=== fir_xifu_mem_resp_flat ===
fir_xifu_mem_resp_flat/clock_wires.png
Scale bar: 20 µm.
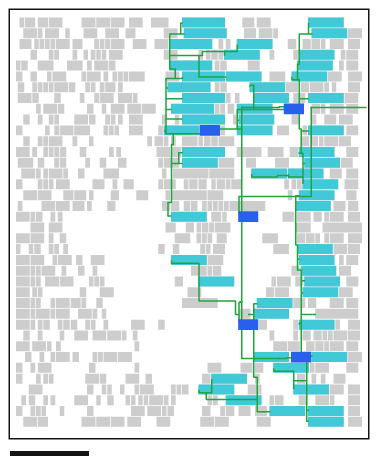

==> config.mk <==
export PLATFORM = sky130hd
export DESIGN_NAME = fir_xifu_mem_resp_flat
export DESIGN_NICKNAME = d
export VERILOG_FILES = /design/src/rtl/fir_xifu_mem_resp_if.sv /design/src/rtl/fir_xifu_mem_resp.sv /design/src/flat_wrapper.sv
export SDC_FILE = /design/constraint.sdc
export NUM_CORES = 1
export LEC_CHECK = 0
export ABC_AREA = 1
export CAP_MARGIN = 20
export CORE_ASPECT_RATIO = 1.2
export CORE_UTILIZATION = 30
export CTS_CLUSTER_SIZE = 8
export DETAILED_ROUTE_END_ITERATION = 6
export GPL_TIMING_DRIVEN = 0
export MAX_ROUTING_LAYER = met4
export PLACE_DENSITY = 0.78
export SLEW_MARGIN = 20
export SYNTH_ARGS = -nofsm -noshare
export SYNTH_HDL_FRONTEND = slang
export SYNTH_SLANG_ARGS = --single-unit
export TNS_END_PERCENT = 10
==> constraint.sdc <==
create_clock -name clk_i -period 1.5 [get_ports clk_i]
set_input_delay 0.3 -clock clk_i [delete_from_list [all_inputs] [get_ports clk_i]]
set_output_delay 0.3 -clock clk_i [all_outputs]
set_load 0.02 [all_outputs]
==> src/rtl/fir_xifu_mem_resp_if.sv <==
// XIF memory request/result channel plus OBI data port, bundled for the FIR XIFU responder.
// The slave modport is the responder; the master modport is the coprocessor/memory side.
interface fir_xifu_mem_resp_if #(
    parameter int ID_WIDTH = 4
);
    logic                mem_valid;
    logic                mem_ready;
    logic [ID_WIDTH-1:0] mem_id;
    logic [31:0]         mem_addr;
    logic                mem_we;
    logic [3:0]          mem_be;
    logic [31:0]         mem_wdata;
    logic                mem_resp_exc;
    logic [5:0]          mem_resp_exccode;
    logic                mem_result_valid;
    logic [ID_WIDTH-1:0] mem_result_id;
    logic [31:0]         mem_result_rdata;
    logic                mem_result_err;
    logic                data_req;
    logic                data_gnt;
    logic [31:0]         data_addr;
    logic                data_we;
    logic [3:0]          data_be;
    logic [31:0]         data_wdata;
    logic                data_rvalid;
    logic [31:0]         data_rdata;
    logic                data_err;

    modport slave (
        input  mem_valid, mem_id, mem_addr, mem_we, mem_be, mem_wdata,
        output mem_ready, mem_resp_exc, mem_resp_exccode,
        output mem_result_valid, mem_result_id, mem_result_rdata, mem_result_err,
        output data_req, data_addr, data_we, data_be, data_wdata,
        input  data_gnt, data_rvalid, data_rdata, data_err
    );

    modport master (
        output mem_valid, mem_id, mem_addr, mem_we, mem_be, mem_wdata,
        input  mem_ready, mem_resp_exc, mem_resp_exccode,
        input  mem_result_valid, mem_result_id, mem_result_rdata, mem_result_err,
        input  data_req, data_addr, data_we, data_be, data_wdata,
        output data_gnt, data_rvalid, data_rdata, data_err
    );
endinterface

==> src/rtl/fir_xifu_mem_resp.sv <==
// Core-side responder for the FIR coprocessor XIF memory interface: alignment check,
// OBI forwarding, in-order id tracking and flush/discard of in-flight responses.
module fir_xifu_mem_resp #(
    parameter int ID_WIDTH    = 4,
    parameter int OUTSTANDING = 2
) (
    input  logic                 clk_i,
    input  logic                 rst_i,
    input  logic                 clear_i,
    fir_xifu_mem_resp_if.slave   bus,
    output logic                 unexpected_rvalid_o
);
    localparam int PTR_W = (OUTSTANDING > 1) ? $clog2(OUTSTANDING) : 1;
    localparam int CNT_W = $clog2(OUTSTANDING + 1);
    localparam logic [CNT_W-1:0] FULL_CNT = CNT_W'(OUTSTANDING);
    localparam logic [PTR_W-1:0] LAST_PTR = PTR_W'(OUTSTANDING - 1);
    localparam logic [5:0] EXC_LOAD_MISALIGNED  = 6'd4;
    localparam logic [5:0] EXC_STORE_MISALIGNED = 6'd6;

    logic [ID_WIDTH-1:0]    fifo_id_q [OUTSTANDING];
    logic [ID_WIDTH-1:0]    fifo_id_d [OUTSTANDING];
    logic [OUTSTANDING-1:0] fifo_we_q, fifo_we_d;
    logic [PTR_W-1:0]       rd_ptr_q, rd_ptr_d, wr_ptr_q, wr_ptr_d;
    logic [CNT_W-1:0]       cnt_q, cnt_d, discard_q, discard_d;
    logic                   res_valid_q, res_valid_d, res_err_q, res_err_d;
    logic [ID_WIDTH-1:0]    res_id_q, res_id_d;
    logic [31:0]            res_rdata_q, res_rdata_d;
    logic                   unexp_q, unexp_d;

    logic aligned, misaligned, fifo_empty, fifo_full, discarding;
    logic pop, drop, push, can_push, deliver;

    function automatic logic [PTR_W-1:0] ptr_inc(input logic [PTR_W-1:0] p);
        return (p == LAST_PTR) ? '0 : p + 1'b1;
    endfunction

    assign aligned    = (bus.mem_addr[1:0] == 2'b00);
    assign misaligned = bus.mem_valid && !aligned;
    assign fifo_empty = (cnt_q == '0);
    assign fifo_full  = (cnt_q == FULL_CNT);
    assign discarding = (discard_q != '0);
    assign pop        = bus.data_rvalid && !discarding && !fifo_empty;
    assign drop       = bus.data_rvalid && discarding;
    assign can_push   = !fifo_full || pop;
    assign deliver    = pop && !clear_i;

    // A flush in the same cycle blocks the request so nothing new enters the cleared FIFO.
    assign bus.data_req   = bus.mem_valid && aligned && can_push && !discarding && !clear_i;
    assign push           = bus.data_req && bus.data_gnt;
    assign bus.mem_ready  = misaligned || push;
    assign bus.mem_resp_exc     = misaligned;
    assign bus.mem_resp_exccode = misaligned ? (bus.mem_we ? EXC_STORE_MISALIGNED
                                                           : EXC_LOAD_MISALIGNED) : 6'd0;
    assign bus.data_addr  = bus.mem_valid ? bus.mem_addr  : 32'd0;
    assign bus.data_we    = bus.mem_valid && bus.mem_we;
    assign bus.data_be    = bus.mem_valid ? bus.mem_be    : 4'd0;
    assign bus.data_wdata = bus.mem_valid ? bus.mem_wdata : 32'd0;

    assign bus.mem_result_valid = res_valid_q;
    assign bus.mem_result_id    = res_id_q;
    assign bus.mem_result_rdata = res_rdata_q;
    assign bus.mem_result_err   = res_err_q;
    assign unexpected_rvalid_o  = unexp_q;

    always_comb begin
        fifo_id_d = fifo_id_q;
        fifo_we_d = fifo_we_q;
        rd_ptr_d  = rd_ptr_q;
        wr_ptr_d  = wr_ptr_q;
        if (push) begin
            fifo_id_d[wr_ptr_q] = bus.mem_id;
            fifo_we_d[wr_ptr_q] = bus.mem_we;
            wr_ptr_d            = ptr_inc(wr_ptr_q);
        end
        if (pop) begin
            rd_ptr_d = ptr_inc(rd_ptr_q);
        end
        cnt_d     = cnt_q + CNT_W'(push) - CNT_W'(pop);
        discard_d = discard_q - CNT_W'(drop);
        // Every request still in flight at a flush owes one response that must be swallowed.
        if (clear_i) begin
            rd_ptr_d  = '0;
            wr_ptr_d  = '0;
            cnt_d     = '0;
            discard_d = discard_q - CNT_W'(drop) + cnt_q - CNT_W'(pop);
        end

        res_valid_d = deliver;
        res_id_d    = deliver ? fifo_id_q[rd_ptr_q] : '0;
        res_rdata_d = (deliver && !fifo_we_q[rd_ptr_q]) ? bus.data_rdata : 32'd0;
        res_err_d   = deliver && bus.data_err;
        unexp_d     = unexp_q || (bus.data_rvalid && fifo_empty && !discarding);
    end

    always_ff @(posedge clk_i or posedge rst_i) begin
        if (rst_i) begin
            rd_ptr_q    <= '0;
            wr_ptr_q    <= '0;
            cnt_q       <= '0;
            discard_q   <= '0;
            res_valid_q <= 1'b0;
            res_id_q    <= '0;
            res_rdata_q <= 32'd0;
            res_err_q   <= 1'b0;
            unexp_q     <= 1'b0;
        end else begin
            rd_ptr_q    <= rd_ptr_d;
            wr_ptr_q    <= wr_ptr_d;
            cnt_q       <= cnt_d;
            discard_q   <= discard_d;
            res_valid_q <= res_valid_d;
            res_id_q    <= res_id_d;
            res_rdata_q <= res_rdata_d;
            res_err_q   <= res_err_d;
            unexp_q     <= unexp_d;
        end
    end

    // Tracking payload is only meaningful below the occupancy count, so it needs no reset.
    always_ff @(posedge clk_i) begin
        fifo_id_q <= fifo_id_d;
        fifo_we_q <= fifo_we_d;
    end
endmodule

==> src/flat_wrapper.sv <==
// flat-port wrapper written by rule: the top's interface ports become plain ports
module fir_xifu_mem_resp_flat 
#(
    parameter int ID_WIDTH    = 4,
    parameter int OUTSTANDING = 2
)
  (clk_i, rst_i, clear_i, unexpected_rvalid_o, bus_mem_valid, bus_mem_id, bus_mem_addr, bus_mem_we, bus_mem_be, bus_mem_wdata, bus_mem_ready, bus_mem_resp_exc, bus_mem_resp_exccode, bus_mem_result_valid, bus_mem_result_id, bus_mem_result_rdata, bus_mem_result_err, bus_data_req, bus_data_addr, bus_data_we, bus_data_be, bus_data_wdata, bus_data_gnt, bus_data_rvalid, bus_data_rdata, bus_data_err);
  fir_xifu_mem_resp_if #(.ID_WIDTH(ID_WIDTH)) bus_i ();
  input  logic clk_i;
  input  logic rst_i;
  input  logic clear_i;
  output logic unexpected_rvalid_o;
  input wire logic [$bits(bus_i.mem_valid)-1:0] bus_mem_valid;
  input wire logic [$bits(bus_i.mem_id)-1:0] bus_mem_id;
  input wire logic [$bits(bus_i.mem_addr)-1:0] bus_mem_addr;
  input wire logic [$bits(bus_i.mem_we)-1:0] bus_mem_we;
  input wire logic [$bits(bus_i.mem_be)-1:0] bus_mem_be;
  input wire logic [$bits(bus_i.mem_wdata)-1:0] bus_mem_wdata;
  output wire logic [$bits(bus_i.mem_ready)-1:0] bus_mem_ready;
  output wire logic [$bits(bus_i.mem_resp_exc)-1:0] bus_mem_resp_exc;
  output wire logic [$bits(bus_i.mem_resp_exccode)-1:0] bus_mem_resp_exccode;
  output wire logic [$bits(bus_i.mem_result_valid)-1:0] bus_mem_result_valid;
  output wire logic [$bits(bus_i.mem_result_id)-1:0] bus_mem_result_id;
  output wire logic [$bits(bus_i.mem_result_rdata)-1:0] bus_mem_result_rdata;
  output wire logic [$bits(bus_i.mem_result_err)-1:0] bus_mem_result_err;
  output wire logic [$bits(bus_i.data_req)-1:0] bus_data_req;
  output wire logic [$bits(bus_i.data_addr)-1:0] bus_data_addr;
  output wire logic [$bits(bus_i.data_we)-1:0] bus_data_we;
  output wire logic [$bits(bus_i.data_be)-1:0] bus_data_be;
  output wire logic [$bits(bus_i.data_wdata)-1:0] bus_data_wdata;
  input wire logic [$bits(bus_i.data_gnt)-1:0] bus_data_gnt;
  input wire logic [$bits(bus_i.data_rvalid)-1:0] bus_data_rvalid;
  input wire logic [$bits(bus_i.data_rdata)-1:0] bus_data_rdata;
  input wire logic [$bits(bus_i.data_err)-1:0] bus_data_err;
  assign bus_i.mem_valid = bus_mem_valid;
  assign bus_i.mem_id = bus_mem_id;
  assign bus_i.mem_addr = bus_mem_addr;
  assign bus_i.mem_we = bus_mem_we;
  assign bus_i.mem_be = bus_mem_be;
  assign bus_i.mem_wdata = bus_mem_wdata;
  assign bus_mem_ready = bus_i.mem_ready;
  assign bus_mem_resp_exc = bus_i.mem_resp_exc;
  assign bus_mem_resp_exccode = bus_i.mem_resp_exccode;
  assign bus_mem_result_valid = bus_i.mem_result_valid;
  assign bus_mem_result_id = bus_i.mem_result_id;
  assign bus_mem_result_rdata = bus_i.mem_result_rdata;
  assign bus_mem_result_err = bus_i.mem_result_err;
  assign bus_data_req = bus_i.data_req;
  assign bus_data_addr = bus_i.data_addr;
  assign bus_data_we = bus_i.data_we;
  assign bus_data_be = bus_i.data_be;
  assign bus_data_wdata = bus_i.data_wdata;
  assign bus_i.data_gnt = bus_data_gnt;
  assign bus_i.data_rvalid = bus_data_rvalid;
  assign bus_i.data_rdata = bus_data_rdata;
  assign bus_i.data_err = bus_data_err;
  fir_xifu_mem_resp #(.ID_WIDTH(ID_WIDTH), .OUTSTANDING(OUTSTANDING)) u_core (.clk_i(clk_i), .rst_i(rst_i), .clear_i(clear_i), .bus(bus_i), .unexpected_rvalid_o(unexpected_rvalid_o));
endmodule
=== circuit_sweep ===
**src/rtl/circuit_sweep.sv**
```systemverilog
// circuit_sweep: exhaustive stimulus driver and response collector for the
// WIDTH-bit combinational `circuit` block. Drives vectors 0..2^WIDTH-1 in order,
// streams {vector, response} records over valid/ready and compacts the
// responses into a signature.
// Optional feature: define CIRCUIT_SWEEP_MISR_EN to fold responses through a
// Galois MISR (taps = POLY); otherwise the signature is plain per-bit parity.
`timescale 1ns/1ps
module circuit_sweep #(
    parameter int unsigned      WIDTH = 5,
    parameter logic [WIDTH-1:0] POLY  = 5'h05
) (
    input  logic               clk,
    input  logic               rst,
    input  logic               start,
    output logic [WIDTH-1:0]   stim_o,
    input  logic [WIDTH-1:0]   resp_i,
    output logic               busy,
    output logic               done,
    output logic [WIDTH-1:0]   signature,
    output logic               rec_valid,
    input  logic               rec_ready,
    output logic [2*WIDTH-1:0] rec_data
);

    typedef enum logic [1:0] {
        ST_IDLE  = 2'd0,
        ST_RUN   = 2'd1,
        ST_DRAIN = 2'd2
    } state_t;

    state_t             state_q, state_d;
    logic [WIDTH-1:0]   stim_q, stim_d;
    logic [WIDTH-1:0]   sig_q, sig_d;
    logic               busy_q, busy_d;
    logic               done_q, done_d;
    logic               rec_valid_q, rec_valid_d;
    logic [2*WIDTH-1:0] rec_data_q, rec_data_d;

    // The record register may be (re)loaded when empty or being consumed.
    logic capture;

    // Fold one response into the running signature.
    function automatic logic [WIDTH-1:0] fold_sig(input logic [WIDTH-1:0] sig,
                                                  input logic [WIDTH-1:0] resp);
`ifdef CIRCUIT_SWEEP_MISR_EN
        fold_sig = {sig[WIDTH-2:0], 1'b0} ^ (sig[WIDTH-1] ? POLY : '0) ^ resp;
`else
        fold_sig = sig ^ resp;
`endif
    endfunction

`ifndef CIRCUIT_SWEEP_MISR_EN
    // Parity build has no feedback taps; keep the parameter visibly consumed.
    logic [WIDTH-1:0] unused_poly;
    assign unused_poly = POLY;
`endif

    assign capture = !rec_valid_q || rec_ready;

    // Next-state and datapath update for the sweep sequencer.
    always_comb begin
        state_d     = state_q;
        stim_d      = stim_q;
        sig_d       = sig_q;
        busy_d      = busy_q;
        done_d      = 1'b0;
        rec_valid_d = rec_valid_q;
        rec_data_d  = rec_data_q;

        case (state_q)
            ST_IDLE: begin
                if (start) begin
                    state_d = ST_RUN;
                    stim_d  = '0;
                    sig_d   = '0;
                    busy_d  = 1'b1;
                end
            end
            ST_RUN: begin
                if (capture) begin
                    rec_data_d  = {stim_q, resp_i};
                    rec_valid_d = 1'b1;
                    sig_d       = fold_sig(sig_q, resp_i);
                    // Terminate on the last vector rather than relying on wrap.
                    if (&stim_q) begin
                        state_d = ST_DRAIN;
                    end else begin
                        stim_d = stim_q + 1'b1;
                    end
                end
            end
            ST_DRAIN: begin
                if (capture) begin
                    rec_valid_d = 1'b0;
                    busy_d      = 1'b0;
                    done_d      = 1'b1;
                    stim_d      = '0;
                    state_d     = ST_IDLE;
                end
            end
            default: begin
                state_d = ST_IDLE;
            end
        endcase
    end

    // State registers; reset clears control and record outputs alike.
    always_ff @(posedge clk) begin
        if (rst) begin
            state_q     <= ST_IDLE;
            stim_q      <= '0;
            sig_q       <= '0;
            busy_q      <= 1'b0;
            done_q      <= 1'b0;
            rec_valid_q <= 1'b0;
            rec_data_q  <= '0;
        end else begin
            state_q     <= state_d;
            stim_q      <= stim_d;
            sig_q       <= sig_d;
            busy_q      <= busy_d;
            done_q      <= done_d;
            rec_valid_q <= rec_valid_d;
            rec_data_q  <= rec_data_d;
        end
    end

    assign stim_o    = stim_q;
    assign busy      = busy_q;
    assign done      = done_q;
    assign signature = sig_q;
    assign rec_valid = rec_valid_q;
    assign rec_data  = rec_data_q;

endmodule

```
**config.mk**
```make
export PLATFORM = sky130hd
export DESIGN_NAME = circuit_sweep
export DESIGN_NICKNAME = d
export VERILOG_FILES = /design/src/rtl/circuit_sweep.sv
export SDC_FILE = /design/constraint.sdc
export NUM_CORES = 1
export LEC_CHECK = 0
export CORE_MARGIN = 2
export CORE_UTILIZATION = 30
export CTS_CLUSTER_DIAMETER = 120
export DETAILED_ROUTE_END_ITERATION = 7
export PLACE_DENSITY = 0.61
export SYNTH_ARGS = -nofsm -noshare
export SYNTH_HDL_FRONTEND = slang
export SYNTH_SLANG_ARGS = --single-unit
```
**constraint.sdc**
```tcl
create_clock -name clk -period 2.3 [get_ports clk]
set_input_delay 0.345 -clock clk [delete_from_list [all_inputs] [get_ports clk]]
set_output_delay 0.345 -clock clk [all_outputs]
set_load 0.1 [all_outputs]
```
=== flash_vram_loader ===
`src/rtl/flash_vram_loader.sv`:
```
// Streams a full image from 16-bit flash words into 36-bit ZBT VRAM words.
// Each pixel takes two flash reads (high, then low word) and one arbitrated VRAM write.
module flash_vram_loader #(
   parameter int unsigned NUM_PIXELS = 307200,
   parameter logic [23:0] FLASH_BASE = 24'h000000
) (
   input  logic        clk,
   input  logic        reset,
   input  logic        start,
   output logic        busy,
   output logic        done,
   output logic        flash_req,
   output logic [23:0] flash_addr,
   input  logic        flash_ready,
   input  logic [15:0] flash_data,
   input  logic        vram_grant,
   output logic        vram_we,
   output logic [18:0] vram_addr,
   output logic [35:0] vram_write_data
);

   typedef enum logic [2:0] {IDLE, REQ_HI, REQ_LO, WRITE, DONE} state_t;

   localparam logic [18:0] LAST_IDX = 19'(NUM_PIXELS - 1);

   state_t      state_q, state_d;
   logic [18:0] pixel_idx_q, pixel_idx_d;
   logic [15:0] pixel_hi_q, pixel_hi_d;
   logic        flash_req_q, flash_req_d;
   logic [23:0] flash_addr_q, flash_addr_d;
   logic [18:0] vram_addr_q, vram_addr_d;
   logic [35:0] vram_data_q, vram_data_d;
   logic        busy_q, busy_d;
   logic        done_q, done_d;

   logic ack;
   logic last_pixel;

   // An acknowledge only counts while a request is actually outstanding.
   assign ack        = flash_req_q & flash_ready;
   assign last_pixel = (pixel_idx_q == LAST_IDX);

   function automatic logic [23:0] word_addr(input logic [18:0] idx, input logic lo);
      return FLASH_BASE + {4'b0, idx, 1'b0} + {23'b0, lo};
   endfunction

   // NOTE: every flop, data registers included, is reset so outputs are defined the instant reset asserts.
   always_ff @(posedge clk or negedge reset) begin
      if (!reset) begin
         state_q      <= IDLE;
         pixel_idx_q  <= '0;
         pixel_hi_q   <= '0;
         flash_req_q  <= 1'b0;
         flash_addr_q <= '0;
         vram_addr_q  <= '0;
         vram_data_q  <= '0;
         busy_q       <= 1'b0;
         done_q       <= 1'b0;
      end else begin
         // NOTE: non-blocking assignments so every register samples pre-edge values.
         state_q      <= state_d;
         pixel_idx_q  <= pixel_idx_d;
         pixel_hi_q   <= pixel_hi_d;
         flash_req_q  <= flash_req_d;
         flash_addr_q <= flash_addr_d;
         vram_addr_q  <= vram_addr_d;
         vram_data_q  <= vram_data_d;
         busy_q       <= busy_d;
         done_q       <= done_d;
      end
   end

   always_comb begin
      // NOTE: default assignment first so no path leaves state_d unassigned (no latch).
      state_d = state_q;
      case (state_q)
         IDLE, DONE: if (start)      state_d = REQ_HI;
         REQ_HI:     if (ack)        state_d = REQ_LO;
         REQ_LO:     if (ack)        state_d = WRITE;
         WRITE:      if (vram_grant) state_d = last_pixel ? DONE : REQ_HI;
         default:                    state_d = IDLE;
      endcase
   end

   always_comb begin
      pixel_idx_d  = pixel_idx_q;
      pixel_hi_d   = pixel_hi_q;
      flash_req_d  = flash_req_q;
      flash_addr_d = flash_addr_q;
      vram_addr_d  = vram_addr_q;
      vram_data_d  = vram_data_q;
      busy_d       = busy_q;
      done_d       = done_q;
      case (state_q)
         IDLE, DONE: begin
            if (start) begin
               pixel_idx_d  = '0;
               done_d       = 1'b0;
               busy_d       = 1'b1;
               flash_req_d  = 1'b1;
               flash_addr_d = FLASH_BASE;
            end
         end
         REQ_HI: begin
            if (ack) begin
               pixel_hi_d   = flash_data;
               flash_addr_d = word_addr(pixel_idx_q, 1'b1);
            end
         end
         REQ_LO: begin
            // Stage the complete VRAM word now so it stays frozen across grant stalls.
            if (ack) begin
               flash_req_d = 1'b0;
               vram_addr_d = pixel_idx_q;
               vram_data_d = {6'b0, pixel_hi_q, flash_data[15:2]};
               if (!last_pixel) flash_addr_d = word_addr(pixel_idx_q + 19'd1, 1'b0);
            end
         end
         WRITE: begin
            if (vram_grant) begin
               if (last_pixel) begin
                  busy_d = 1'b0;
                  done_d = 1'b1;
               end else begin
                  pixel_idx_d = pixel_idx_q + 19'd1;
                  flash_req_d = 1'b1;
               end
            end
         end
         default: ;
      endcase
   end

   assign vram_we         = (state_q == WRITE) & vram_grant;
   assign busy            = busy_q;
   assign done            = done_q;
   assign flash_req       = flash_req_q;
   assign flash_addr      = flash_addr_q;
   assign vram_addr       = vram_addr_q;
   assign vram_write_data = vram_data_q;

endmodule

```
`config.mk`:
```
export PLATFORM = sky130hd
export DESIGN_NAME = flash_vram_loader
export DESIGN_NICKNAME = d
export VERILOG_FILES = /design/src/rtl/flash_vram_loader.sv
export SDC_FILE = /design/constraint.sdc
export NUM_CORES = 1
export LEC_CHECK = 0
export CAP_MARGIN = 20
export CORE_MARGIN = 2
export CORE_UTILIZATION = 40
export CTS_CLUSTER_SIZE = 28
export DETAILED_ROUTE_END_ITERATION = 7
export PLACE_DENSITY = 0.71
export SLEW_MARGIN = 40
export SYNTH_ARGS = -nofsm -noshare
export SYNTH_HDL_FRONTEND = slang
export SYNTH_SLANG_ARGS = --single-unit
```
`constraint.sdc`:
```
create_clock -name clk -period 4.58 [get_ports clk]
set_input_delay 1.374 -clock clk [delete_from_list [all_inputs] [get_ports clk]]
set_output_delay 1.374 -clock clk [all_outputs]
set_load 0.05 [all_outputs]
```
=== cmp_arbiter ===
File: config.mk
export PLATFORM = sky130hd
export DESIGN_NAME = cmp_arbiter
export DESIGN_NICKNAME = d
export VERILOG_FILES = /design/src/rtl/cmp_arbiter_pkg.sv /design/src/rtl/cmp.sv /design/src/rtl/cmp_rr_pick.sv /design/src/rtl/cmp_arbiter.sv
export SDC_FILE = /design/constraint.sdc
export NUM_CORES = 1
export LEC_CHECK = 0
export CORE_MARGIN = 2
export CORE_UTILIZATION = 27
export DETAILED_ROUTE_END_ITERATION = 8
export DONT_BUFFER_PORTS = 1
export MAX_ROUTING_LAYER = met4
export PLACE_DENSITY = 0.43
export SYNTH_ARGS = -nofsm -noshare
export SYNTH_HDL_FRONTEND = slang
export SYNTH_SLANG_ARGS = --single-unit
File: constraint.sdc
create_clock -name clk -period 2.4 [get_ports clk]
set_clock_uncertainty 0.05 [all_clocks]
set_input_delay 0.24 -clock clk [delete_from_list [all_inputs] [get_ports clk]]
set_output_delay 0.24 -clock clk [all_outputs]
set_load 0.02 [all_outputs]
File: src/rtl/cmp_arbiter_pkg.sv
// Shared constants, output-state enum and sign-conditioning helper for cmp_arbiter.
// Build option: define CMP_ARB_RR_EN for round-robin arbitration (fixed priority otherwise).
package cmp_arbiter_pkg;

    localparam int         CMP_DW = 32;
    localparam logic [1:0] CMP_EQ = 2'b00;
    localparam logic [1:0] CMP_GT = 2'b10;
    localparam logic [1:0] CMP_LT = 2'b01;

    typedef enum logic {
        OUT_EMPTY = 1'b0,
        OUT_FULL  = 1'b1
    } out_state_t;

    // Flipping the MSB maps two's-complement order onto unsigned order.
    function automatic logic [CMP_DW-1:0] sign_cond(input logic [CMP_DW-1:0] v, input logic s);
        return {v[CMP_DW-1] ^ s, v[CMP_DW-2:0]};
    endfunction

endpackage

File: src/rtl/cmp.sv
// Unsigned 32-bit magnitude comparator shared by all requesters of cmp_arbiter.
module cmp
    import cmp_arbiter_pkg::*;
(
    input  logic [CMP_DW-1:0] a,
    input  logic [CMP_DW-1:0] b,
    output logic [1:0]        res
);

    always_comb begin
        if (a > b) begin
            res = CMP_GT;
        end else if (a < b) begin
            res = CMP_LT;
        end else begin
            res = CMP_EQ;
        end
    end

endmodule

File: src/rtl/cmp_rr_pick.sv
// Request picker for cmp_arbiter: fixed priority by default, round-robin when
// CMP_ARB_RR_EN is defined (search starts just after ptr).
module cmp_rr_pick #(
    parameter int N_REQ = 2,
    parameter int IDX_W = $clog2(N_REQ)
) (
    input  logic [N_REQ-1:0] req,
    input  logic [IDX_W-1:0] ptr,
    input  logic             enable,
    output logic [N_REQ-1:0] gnt,
    output logic [IDX_W-1:0] gnt_idx
);

    logic found;

`ifdef CMP_ARB_RR_EN
    int idx;

    always_comb begin
        gnt     = '0;
        gnt_idx = '0;
        found   = 1'b0;
        idx     = 0;
        for (int k = 1; k <= N_REQ; k++) begin
            idx = (int'(ptr) + k) % N_REQ;
            if (enable && !found && req[IDX_W'(idx)]) begin
                gnt[IDX_W'(idx)] = 1'b1;
                gnt_idx          = IDX_W'(idx);
                found            = 1'b1;
            end
        end
    end
`else
    logic unused_ptr;
    assign unused_ptr = ^ptr;

    always_comb begin
        gnt     = '0;
        gnt_idx = '0;
        found   = 1'b0;
        for (int i = 0; i < N_REQ; i++) begin
            if (enable && !found && req[IDX_W'(i)]) begin
                gnt[IDX_W'(i)] = 1'b1;
                gnt_idx        = IDX_W'(i);
                found          = 1'b1;
            end
        end
    end
`endif

endmodule

File: src/rtl/cmp_arbiter.sv
// Shares one cmp between N_REQ requesters with a one-entry valid/ready result register.
// Build option: CMP_ARB_RR_EN selects round-robin arbitration; fixed priority otherwise.
module cmp_arbiter
    import cmp_arbiter_pkg::*;
#(
    parameter int N_REQ = 2,
    parameter int DW    = CMP_DW
) (
    input  logic              clk,
    input  logic              rst,
    input  logic [N_REQ-1:0]  req_valid,
    input  logic [N_REQ-1:0]  req_signed,
    input  logic [N_REQ*DW-1:0] req_a,
    input  logic [N_REQ*DW-1:0] req_b,
    output logic [N_REQ-1:0]  req_ready,
    output logic              rsp_valid,
    input  logic              rsp_ready,
    output logic [1:0]        rsp_res,
    output logic [N_REQ-1:0]  rsp_gnt
);

    localparam int IDX_W = $clog2(N_REQ);

    out_state_t        state;
    logic [IDX_W-1:0]  ptr;
    logic [IDX_W-1:0]  gnt_idx;
    logic [N_REQ-1:0]  gnt;
    logic              can_accept;
    logic              pick_en;
    logic              accept;
    logic [DW-1:0]     op_a;
    logic [DW-1:0]     op_b;
    logic              op_signed;
    logic [CMP_DW-1:0] cmp_a;
    logic [CMP_DW-1:0] cmp_b;
    logic [1:0]        cmp_res;

    // Grant only when the result register can take a new entry this cycle.
    assign can_accept = (state == OUT_EMPTY) | rsp_ready;
    assign pick_en    = can_accept & ~rst;

    cmp_rr_pick #(
        .N_REQ (N_REQ),
        .IDX_W (IDX_W)
    ) u_pick (
        .req     (req_valid),
        .ptr     (ptr),
        .enable  (pick_en),
        .gnt     (gnt),
        .gnt_idx (gnt_idx)
    );

    assign req_ready = gnt;
    assign accept    = |gnt;

    assign op_a      = req_a[gnt_idx*DW +: DW];
    assign op_b      = req_b[gnt_idx*DW +: DW];
    assign op_signed = req_signed[gnt_idx];
    assign cmp_a     = sign_cond(op_a, op_signed);
    assign cmp_b     = sign_cond(op_b, op_signed);

    cmp u_cmp (
        .a   (cmp_a),
        .b   (cmp_b),
        .res (cmp_res)
    );

`ifndef CMP_ARB_RR_EN
    assign ptr = IDX_W'(N_REQ - 1);
`endif

    // Output register; the pointer only moves on an accepted handshake.
    always_ff @(posedge clk) begin
        if (rst) begin
            state   <= OUT_EMPTY;
            rsp_res <= CMP_EQ;
            rsp_gnt <= '0;
`ifdef CMP_ARB_RR_EN
            ptr     <= IDX_W'(N_REQ - 1);
`endif
        end else begin
            case (state)
                OUT_EMPTY: if (accept) state <= OUT_FULL;
                OUT_FULL:  if (rsp_ready && !accept) state <= OUT_EMPTY;
            endcase
            if (accept) begin
                rsp_res <= cmp_res;
                rsp_gnt <= gnt;
`ifdef CMP_ARB_RR_EN
                ptr     <= gnt_idx;
`endif
            end
        end
    end

    assign rsp_valid = (state == OUT_FULL);

endmodule

==> gallery <==
The clock network.
Plate I
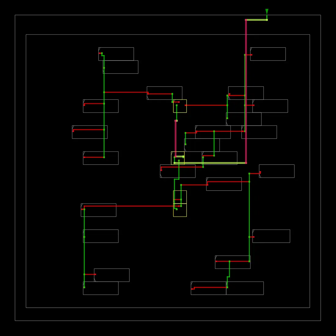
Plate II
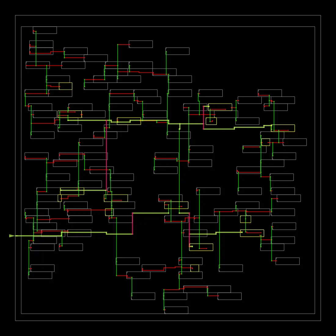
Plate III
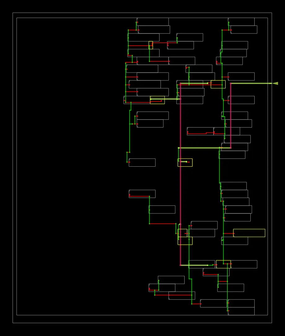
Plate IV
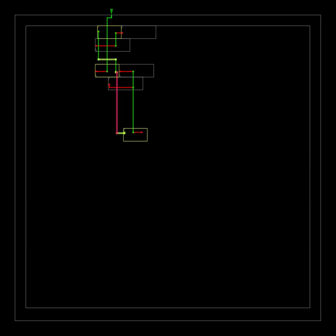
The one with the most sequential cells is Plate II.
- flash_vram_loader = Plate II
- cmp_arbiter = Plate IV
- circuit_sweep = Plate I
- fir_xifu_mem_resp_flat = Plate III

cmp_arbiter/closeup.png
Window x 6 to 26, y 6 to 26 µm. Cells in grey, sequential cells in the stronger grey; small squares are vias.
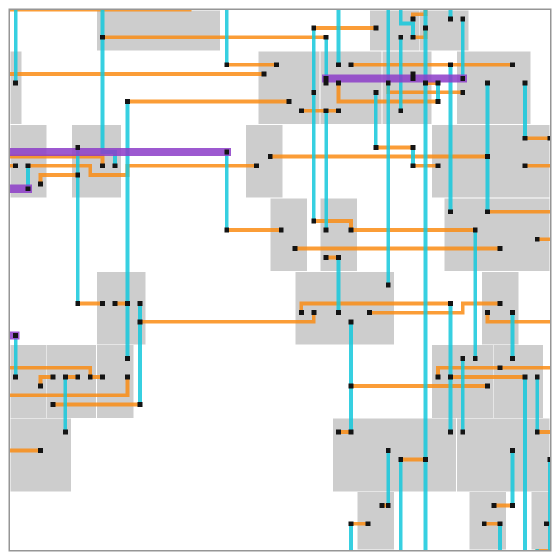
legend:
  purple:
    layer: M3
  orange:
    layer: M1
  cyan:
    layer: M2
sequential cells in the window: 0
cells with their middle in the window: 25
most frequent: inv_1 (5), ha_1 (5), a21oi_1 (4)

==> impl_metrics.json, cmp_arbiter <==
{
  "status": "complete, no violations",
  "drc_errors": 0,
  "synthTopLogicFamily": "adder cells",
  "final_common_cell": "inv_1",
  "pwr-share-comb": 0.376,
  "rows": 22,
  "cts_made_buffers": 3,
  "layout_setup_ws_ps": 616.3,
  "fillers": 408,
  "power_w": 0.0003593,
  "r2r_start": "rsp_valid",
  "port_buffers": 0,
  "cts_tree": "yes",
  "grt-busiest-layer": "met2",
  "synth_cells": 135,
  "mux_share": 0,
  "ys_seq_elements": 4,
  "final-setup-viol-count": 0,
  "p_sw_frac": 0.3264,
  "max-slew-margin-rel": 0.5880,
  "final_layout_top_logic_cells": "inv_1, ha_1, a21oi_1",
  "ys_dominant_reg_cell": "dfxtp_1",
  "cp_max_fo": 6,
  "clkCellAreaFrac": 0.03815,
  "drt-pass1-iter-count": 4,
  "utilization": 0.3001,
  "routedWlPerCell_um": 11.80,
  "power-top-group": "the clock network",
  "clk_pin_slew_ps": 30,
  "path_cells": "inv_1 -> o21ai_0 -> nor2_1",
  "place_congestion": 0.6672,
  "overflow": 0,
  "p_leak_nw": 0.5948,
  "maxSlewViolCount": 0,
  "routed.top_layer": "met4",
  "ys_sh_simple": 0.1439,
  "combGateArea_um2": 773.2,
  "intPower_w": 0.0002420,
  "nNonClkInverters": 34,
  "drtIter0Drc": 9,
  "comb.multi_input.count": 95,
  "hold_path_depth": 1,
  "ys_sh_adder": 0.4005,
  "yosysTopAreaCell": "ha_1",
  "diodes": 0,
  "cts-root-buf": "clkbuf_8",
  "detailedPlace.worstSlack_ps": 391.3,
  "dp_cells": 181,
  "cts_hold_repair.buffers": 0,
  "max_slew.worst_pin.slew_ps": 611.5,
  "hold_viol": 0,
  "required_ps": 2110,
  "clockBufferDepth": 2,
  "whs_ps": 46.99,
  "die_x_um": 64.85,
  "detailroute.via_count": 917
}
[cmp_arbiter: worst max path at each step]
stage	start	to	slack, ps	depth (start not counted)
2_1_floorplan	req_b[14]	rsp_res[1]	570	7
3_3_place_gp	req_signed[0]	rsp_res[1]	390	7
3_5_place_dp	req_signed[0]	rsp_res[1]	390	7
4_1_cts	rsp_valid	req_ready[0]	600	3
5_1_grt	req_signed[0]	rsp_res[1]	510	7
6_report	rsp_valid	req_ready[0]	620	3
[cmp_arbiter: flip-flops by register name, indices dropped and copies added (netlist names)]
name,flops
rsp_res,2
rsp_valid,1
rsp_gnt,1
fir_xifu_mem_resp_flat/pinout.png
Pins as bars across the die edge, other pins in grey.
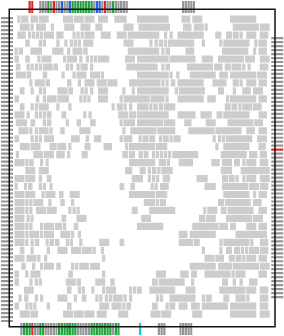
legend:
  green:
    port: bus_mem_wdata
    pins: 32
    direction: input
    edge: 22 bottom, 10 top
  red:
    port: bus_mem_resp_exccode
    pins: 6
    direction: output
    edge: 4 top, 1 right, 1 bottom
  cyan:
    port: bus_data_rvalid
    pins: 1
    direction: input
    edge: bottom
  blue:
    port: bus_mem_be
    pins: 4
    direction: input
    edge: top
all pins by edge: 77 left, 66 right, 46 bottom, 40 top

Notes on fir_xifu_mem_resp_flat/clock_wires.png above:
legend:
  cyan:
    item: flip-flops
    count: 55
  green:
    item: clock wires
    length: 555 µm
  blue:
    item: clock-net drivers
    count: 5
routed clock nets: 6

==> impl_metrics.json, fir_xifu_mem_resp_flat <==
{
  "status": "complete, but fails checks",
  "fin_skew_ps": 10.09,
  "max-slew-margin-rel": 0.6673,
  "yosysTopAreaCell": "dfrtp_1",
  "ys_dominant_reg_cell": "dfrtp_1",
  "crit_buf_inv": 3,
  "hold_end": "u_core.fifo_we_q[1]",
  "mux_share": 0,
  "ys_cells": 357,
  "place_congestion": 0.9045,
  "cts-root-buf": "clkbuf_8",
  "largest_reg_flops": 32,
  "syn_area_per_cell_um2": 7.847,
  "cts.sinks": 55,
  "clockBufferDepth": 2,
  "drtIter0Drc": 73,
  "clock.fmax_mhz": 563.6,
  "synthArstFlopShare": 0.8182,
  "die_x_um": 90.22,
  "syn_area_um2": 2801,
  "routedWlPerCell_um": 13.05,
  "reg2reg_depth": 11,
  "ys_top_cells_by_count": "inv_1, nand2_1, dfrtp_1",
  "finalSetupTns_ps": -1026,
  "ys_warn_count": 0,
  "pwr-share-clk": 0.253,
  "top_cell": "inv_1",
  "powerDensity_nw_per_um2": 723.1,
  "io_pins": 229,
  "synth.area.top_cells": "dfrtp_1, inv_1, nand2_1, edfxtp_1, nor2_2",
  "fp_util": 0.3101,
  "power_w": 0.003790,
  "compound_area_frac": 0.02054,
  "diodes": 0,
  "ys_sh_adder": 0.01787,
  "cp-startpoint": "u_core.discard_q[0]",
  "routed.top_layer": "met4",
  "clk_pin_slew_ps": 100,
  "final-setup-viol-count": 24,
  "port_buffers": 222,
  "routedLengthMet1_mm": 3.613,
  "intPower_w": 0.002688,
  "grt_usage": 0.2026,
  "utilization": 0.5802,
  "end_kind": "flip-flop",
  "combGateArea_um2": 915.9,
  "rsz0062_at_grt": "yes",
  "hold_path_depth": 1,
  "r2r_start": "u_core.discard_q[0]",
  "grt.met3_usage": 0.06638,
  "final_layout_top_logic_cells": "inv_1, clkdlybuf4s50_1, nand2_1",
  "violations": "negative setup slack",
  "layout_setup_ws_ps": -274.2,
  "cts_made_buffers": 5,
  "wl_met2_mm": 4.774,
  "grt-busiest-layer": "met2",
  "maxSlewViolCount": 0,
  "die_y_um": 107.9,
  "cp_max_fo": 4,
  "clock_latency_ps": 310,
  "wl_met3_um": 881,
  "crit_type": "flip-flop to flip-flop",
  "finalCriticalPeriod_ps": 1774,
  "worstHoldStart": "bus_mem_we",
  "p_seq_w": 0.00159,
  "dp_cells": 703,
  "wirelength_mm": 9.371,
  "final_cells": 718
}
[fir_xifu_mem_resp_flat: final cells by class]
cell class / count / area share
repair buffers: 230 / 0.3889
flip-flops and latches: 55 / 0.2721
plain buffers: 17 / 0.02530
inverters: 123 / 0.08904
clock inverters: 2 / 0.007400
clock buffers: 6 / 0.01385
well taps: 120 / 0.02865
multi-input cells: 165 / 0.1747
[fir_xifu_mem_resp_flat: repair_timing]
action                     in CTS  in global routing
resized                       209                 95
pin swaps                       7                  6
setup endpoints to repair     127                 84
hold buffers                    0                  0
cloned                          0                  0
buffers inserted                5                  2
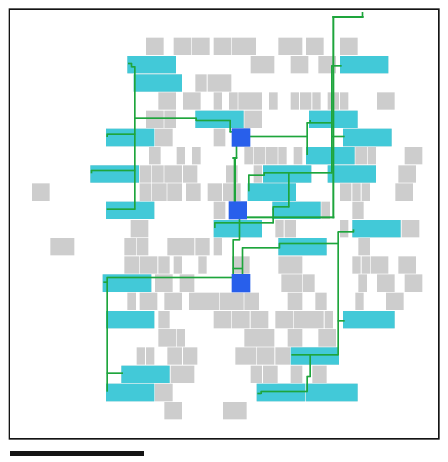
circuit_sweep/clock_wires.png
Scale bar: 20 µm.
legend:
  cyan:
    item: flip-flops
    count: 25
  blue:
    item: clock-net drivers
    count: 3
  green:
    item: clock wires
    length: 305 µm
routed clock nets: 4

circuit_sweep/layers.png
Scale bar: 20 µm.
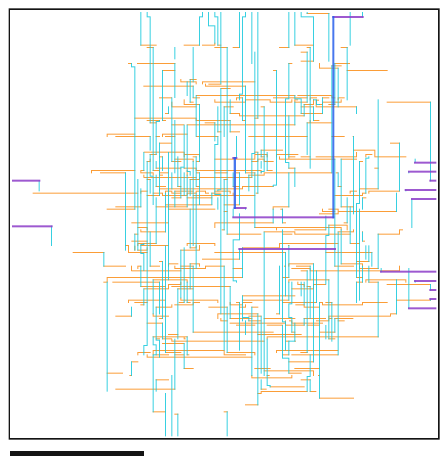
legend:
  purple:
    layer: M3
    wire_length: 77.3 µm
  blue:
    layer: M4
    wire_length: 37.4 µm
  cyan:
    layer: M2
    wire_length: 1380 µm
  orange:
    layer: M1
    wire_length: 1150 µm

==> impl_metrics.json, circuit_sweep <==
{
  "ys_top_cells_by_count": "dfxtp_1, nand2_1, a21oi_1",
  "cap_viol_max_count": 0,
  "io_pins": 32,
  "whs_ps": 472.4,
  "seq_share": 0.3592,
  "status": "complete, no violations",
  "mux_share": 0,
  "intPower_w": 0.0005806,
  "routed_via_density": 4.961,
  "fp_util": 0.3178,
  "slowest_delay_ps": 370,
  "ys_seq_elements": 25,
  "synthArstFlopShare": 0,
  "crit_buf_inv": 0,
  "dieArea_um2": 4086,
  "cp_max_fo": 6,
  "buffers": 33,
  "synth.top_cell.area_share": 0.4646,
  "dominant_cells": "combinational gates",
  "combGateArea_um2": 541.8,
  "required_ps": 2520,
  "clock_latency_ps": 320,
  "crit_type": "flip-flop to flip-flop",
  "cp_top_family": "AND-OR/OR-AND gates",
  "yosysTopAreaCell": "dfxtp_1",
  "power_w": 0.0009126,
  "rows": 21,
  "cts.sinks": 25,
  "cts.repair.resized": 0,
  "cts-root-buf": "clkbuf_4",
  "synthTopLogicFamily": "simple AND/OR/NAND/NOR gates",
  "p_sw_w": 0.0003320,
  "dp_cells": 199,
  "wl_met2_mm": 1.375,
  "worstHoldStart": "rec_data[5]",
  "coreArea_um2": 3390,
  "fin_skew_ps": 6.559,
  "grt_usage": 0.1429,
  "syn_area_um2": 1077,
  "seq_area_um2": 503.0,
  "grt_antenna_before_repair": 0,
  "grt_max_degree": 17,
  "port_buffers": 31,
  "buffer_area_frac": 0.1912,
  "top_cell": "dfxtp_1",
  "clk_pin_slew_ps": 140,
  "pwr-share-clk": 0.221
}
[circuit_sweep: power groups by stage]
| stage | Combinational, W | Sequential (W) | Clock (W) |
|---|---|---|---|
| after floorplan | 0.0000706 | 0.000590 | 0 |
| after global placement | 0.000241 | 0.000477 | 0 |
| after detailed placement | 0.000243 | 0.000478 | 0 |
| after CTS | 0.000244 | 0.000468 | 0.000210 |
| after global routing | 0.000257 | 0.000472 | 0.000234 |
| final | 0.000243 | 0.000468 | 0.000202 |
flash_vram_loader/clock_wires.png
Scale bar: 20 µm.
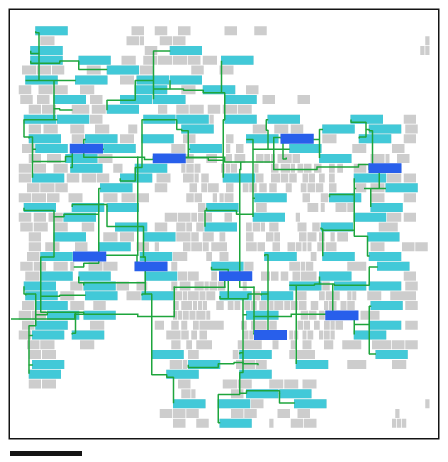
legend:
  green:
    item: clock wires
    length: 1260 µm
  cyan:
    item: flip-flops
    count: 110
  blue:
    item: clock-net drivers
    count: 9
routed clock nets: 10

==> impl_metrics.json, flash_vram_loader <==
{
  "syn_area_per_cell_um2": 11.69,
  "p_leak_nw": 2.789,
  "placed_cell_area_um2": 6221,
  "ys_seq_share": 0.5234,
  "cts-root-buf": "clkbuf_16",
  "slowest_delay_ps": 510,
  "ys_seq_elements": 110,
  "buffers": 100,
  "synth.distinct_cells": 51,
  "status": "complete, no violations",
  "nNetsFinal": 545,
  "max-slew-margin-rel": 0.4775,
  "seq_share": 0.4227,
  "diodes": 0,
  "grt_antenna_before_repair": 0,
  "finalSetupTns_ps": 0,
  "final_common_cell": "dfrtp_1",
  "clock_buffers": 11,
  "synthTopLogicFamily": "multiplexers",
  "seq_area_um2": 2753,
  "routedWlPerCell_um": 16.67,
  "wl_met3_um": 986,
  "clock.fmax_mhz": 269.0,
  "synthArstFlopShare": 1.000
}
flash_vram_loader: power breakdown:
group	switching, W	internal [W]
Combinational	0.00103	0.000616
Clock	0.000370	0.000397
Sequential	0.000166	0.00122
flash_vram_loader: registers in the layout, indices dropped and copies added, names as in the netlist:
name and cells:
flash_addr 20, flash_req 1, busy 1, vram_write_data 30
pixel_hi_q 16, done 1, state_q 3, vram_addr 19
pixel_idx_q 19
flash_vram_loader: layer usage:
metal	global-route usage	vias to the layer above
li1	-	1784
met1	0.2180	1884
met2	0.2737	134
met3	0.06467	16
met4	0.05506	0
met5	0	-

=== rx_word_aligner ===
rx_word_aligner/ff_map.png
Other sequential cells in the stronger grey, the rest of the logic in the fainter grey.
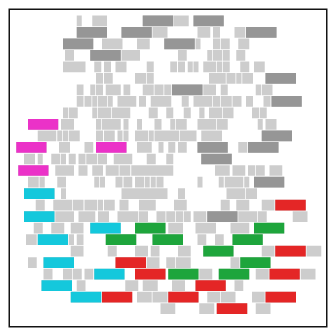
rx_word_aligner/clock_wires.png
Scale bar: 20 µm.
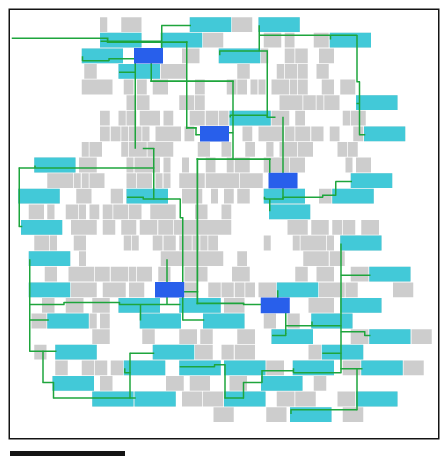
<file path="src/rtl/rx_word_aligner.sv">
// rx_word_aligner: comma-based 10-bit word alignment of a sliced serial bit stream.
// Optional feature macro RX_ALIGNER_STATUS_EN adds the comma_err_cnt status output.
module rx_word_aligner #(
   parameter int LOCK_CNT  = 3,
   parameter int ERR_LIMIT = 2
) (
   input  logic       clk,
   input  logic       rst_n,
   input  logic       serial_in,
   output logic [9:0] data_out,
   output logic       data_valid,
   output logic       comma_det,
`ifdef RX_ALIGNER_STATUS_EN
   output logic [7:0] comma_err_cnt,
`endif
   output logic       aligned
);
   localparam logic [7:0] LOCK_MAX = 8'(LOCK_CNT);
   localparam logic [7:0] ERR_MAX  = 8'(ERR_LIMIT);
   localparam logic [9:0] COMMA_P  = 10'b0011111010;
   localparam logic [9:0] COMMA_N  = 10'b1100000101;

   typedef enum logic [1:0] {SEARCH, LOCKING, LOCKED} state_t;

   state_t     state, state_nx;
   logic [9:0] sr, w, data_nx;
   logic [3:0] fill, bit_cnt, bit_nx;
   logic [7:0] lock_cnt, lock_nx, err_cnt, err_nx;
   logic       valid_nx, comma_nx, comma, boundary, unused_sr_msb;

   // The window already contains the bit arriving on this edge, so a word is
   // recognised on the same edge its last bit is sampled.
   assign w             = {sr[8:0], serial_in};
   assign comma         = (fill == 4'd9) && ((w == COMMA_P) || (w == COMMA_N));
   assign boundary      = bit_cnt == 4'd9;
   assign unused_sr_msb = sr[9];

   // Next-state, counter and output decode for the alignment FSM
   always_comb begin
      state_nx = state;
      bit_nx   = boundary ? 4'd0 : bit_cnt + 4'd1;
      lock_nx  = lock_cnt;
      err_nx   = err_cnt;
      data_nx  = data_out;
      valid_nx = 1'b0;
      comma_nx = 1'b0;
      case (state)
         SEARCH: begin
            bit_nx = bit_cnt;
            if (comma) begin
               data_nx  = w;
               valid_nx = 1'b1;
               comma_nx = 1'b1;
               bit_nx   = 4'd0;
               lock_nx  = 8'd1;
               state_nx = (LOCK_MAX <= 8'd1) ? LOCKED : LOCKING;
            end
         end
         LOCKING: begin
            if (boundary) begin
               data_nx  = w;
               valid_nx = 1'b1;
               comma_nx = comma;
               if (comma) begin
                  lock_nx  = lock_cnt + 8'd1;
                  state_nx = (lock_cnt + 8'd1 >= LOCK_MAX) ? LOCKED : LOCKING;
               end
            end else if (comma) begin
               data_nx  = w;
               valid_nx = 1'b1;
               comma_nx = 1'b1;
               bit_nx   = 4'd0;
               lock_nx  = 8'd1;
            end
         end
         LOCKED: begin
            if (boundary) begin
               data_nx  = w;
               valid_nx = 1'b1;
               comma_nx = comma;
               err_nx   = comma ? 8'd0 : err_cnt;
            end else if (comma) begin
               err_nx = err_cnt + 8'd1;
               if (err_cnt + 8'd1 >= ERR_MAX) begin
                  state_nx = SEARCH;
                  err_nx   = 8'd0;
                  lock_nx  = 8'd0;
               end
            end
         end
         default: state_nx = SEARCH;
      endcase
   end

   // Shift register, fill guard, FSM state and registered outputs
   always_ff @(posedge clk) begin
      if (!rst_n) begin
         sr         <= '0;
         fill       <= '0;
         bit_cnt    <= '0;
         lock_cnt   <= '0;
         err_cnt    <= '0;
         state      <= SEARCH;
         data_out   <= '0;
         data_valid <= 1'b0;
         comma_det  <= 1'b0;
         aligned    <= 1'b0;
      end else begin
         sr         <= w;
         fill       <= (fill == 4'd9) ? fill : fill + 4'd1;
         bit_cnt    <= bit_nx;
         lock_cnt   <= lock_nx;
         err_cnt    <= err_nx;
         state      <= state_nx;
         data_out   <= data_nx;
         data_valid <= valid_nx;
         comma_det  <= comma_nx;
         aligned    <= state_nx == LOCKED;
      end
   end

`ifdef RX_ALIGNER_STATUS_EN
   // Lifetime count of misaligned commas seen while locked; only reset clears it
   always_ff @(posedge clk) begin
      if (!rst_n)
         comma_err_cnt <= '0;
      else if (state == LOCKED && comma && !boundary && comma_err_cnt != 8'hFF)
         comma_err_cnt <= comma_err_cnt + 8'd1;
   end
`endif
endmodule

</file>
<file path="config.mk">
export PLATFORM = sky130hd
export DESIGN_NAME = rx_word_aligner
export DESIGN_NICKNAME = d
export VERILOG_FILES = /design/src/rtl/rx_word_aligner.sv
export SDC_FILE = /design/constraint.sdc
export NUM_CORES = 1
export LEC_CHECK = 0
export ABC_AREA = 0
export CAP_MARGIN = 15
export CORE_UTILIZATION = 45
export CTS_CLUSTER_SIZE = 25
export DETAILED_ROUTE_END_ITERATION = 8
export GPL_TIMING_DRIVEN = 0
export HOLD_SLACK_MARGIN = 0.12
export PLACE_DENSITY_LB_ADDON = 0.25
export RECOVER_POWER = 50
export SKIP_CTS_REPAIR_TIMING = 1
export SYNTH_ARGS = -nofsm -noshare
export SYNTH_HDL_FRONTEND = slang
export SYNTH_SLANG_ARGS = --single-unit
</file>
<file path="constraint.sdc">
create_clock -name clk -period 3.8 [get_ports clk]
set_clock_uncertainty 0.2 [all_clocks]
set_input_delay 0.38 -clock clk [delete_from_list [all_inputs] [get_ports clk]]
set_output_delay 0.38 -clock clk [all_outputs]
set_load 0.01 [all_outputs]
</file>
==> impl_metrics.json <==
{
  "status": "complete, no violations",
  "combGateArea_um2": 1300,
  "nNonClkInverters": 9,
  "ys_top_cells_by_count": "dfxtp_1, nand3_1, nand2_1",
  "synth.distinct_cells": 64,
  "cp_common_cell": "a21oi_1",
  "coreArea_um2": 5107,
  "top_cell": "dfxtp_1",
  "ff_count": 48,
  "ys_seq_elements": 48,
  "syn_area_um2": 2374,
  "largest_reg_flops": 10,
  "compound_area_frac": 0.2193,
  "dp_hpwl_mm": 3.289,
  "grt_antenna_before_repair": 0,
  "cp-start-kind": "input pin",
  "drive_gt1_frac": 0.08456,
  "drtIter0Drc": 102,
  "wirelength_mm": 4.755,
  "layout_setup_ws_ps": 1143,
  "grt_pass1_vias": 1724,
  "largest_registers": "data_out x10, sr x9",
  "detailroute.via_count": 1900,
  "synth.area.top_cells": "dfxtp_1, ha_1, a22o_1, nand3_1, and2_1",
  "cts.htree.levels": 2,
  "placed_cell_area_um2": 2601,
  "buffer_area_frac": 0.07203,
  "cp_top_family": "AND-OR/OR-AND gates",
  "utilization": 0.5272,
  "edf_count": 0,
  "final_common_cell": "dfxtp_1",
  "fp_nets": 266,
  "max-slew-margin-rel": 0.5305,
  "clockBufferDepth": 2,
  "max_slew.worst_pin.slew_ps": 704.3
}
About rx_word_aligner/ff_map.png:
legend:
  red:
    signal: data_out
    flops: 10
  magenta:
    signal: bit_cnt
    flops: 4
    where: left middle
  green:
    signal: sr
    flops: 9
  cyan:
    signal: err_cnt
    flops: 8
    where: bottom left
not coloured: 17

About rx_word_aligner/clock_wires.png:
legend:
  blue:
    item: clock-net drivers
    count: 5
  green:
    item: clock wires
    length: 609 µm
  cyan:
    item: flip-flops
    count: 48
flops lie: spread over the die

-- worst reg2reg max path, delay by kind of cell, from the launching register on --
family          cells  cell delay (ps)
fa+ha+maj           1              380
buf+inv             1              120
compound gates      1              260
simple gates        3             1040
flops               1              450
-- report_power, final --
part	internal, W	total (W)	switching, W
clock network	0.000198	0.000386	0.000188
registers	0.000507	0.000511	0.00000429
logic	0.00000981	0.0000229	0.0000131
total	0.000715	0.000921	0.000205
-- routing by layer --
layer	up-vias	wire length, µm
met4	0	50
met1	889	2427
met5	-	0
met3	7	171
li1	972	-
met2	32	2105


==> gallery <==
Routed metal, one colour a layer.
Scale bar: 20 µm.
image #1
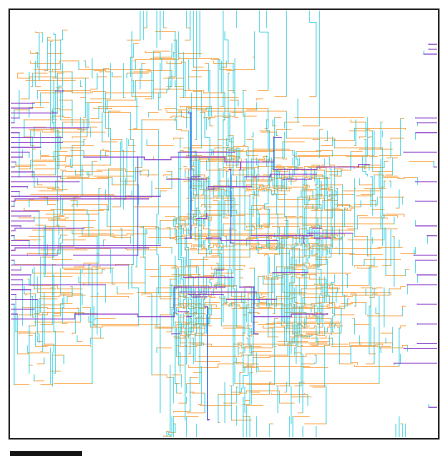
image #2
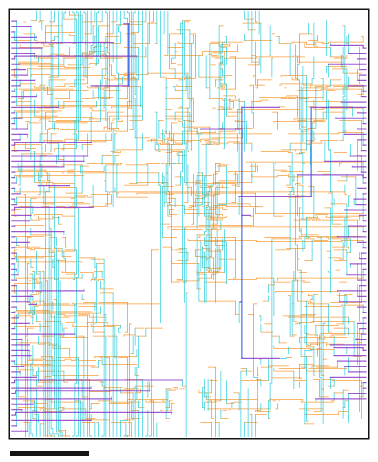
image #3
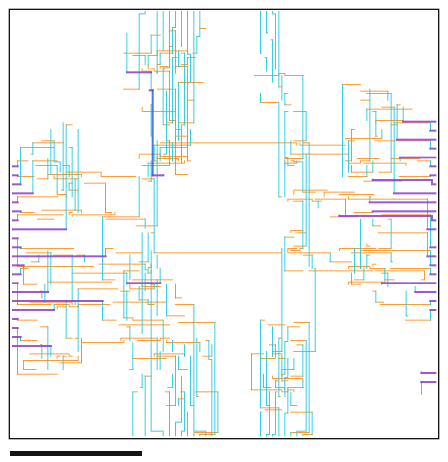
image #4
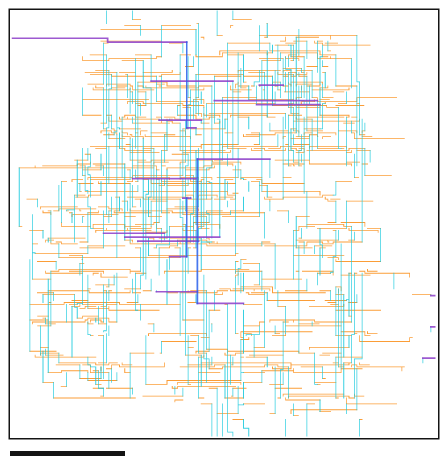
The one with the most wire is image #1.
flash_vram_loader is image #1.
cmp_arbiter is image #3.
rx_word_aligner is image #4.
fir_xifu_mem_resp_flat is image #2.

Power is estimated from default activity; no workload was simulated.
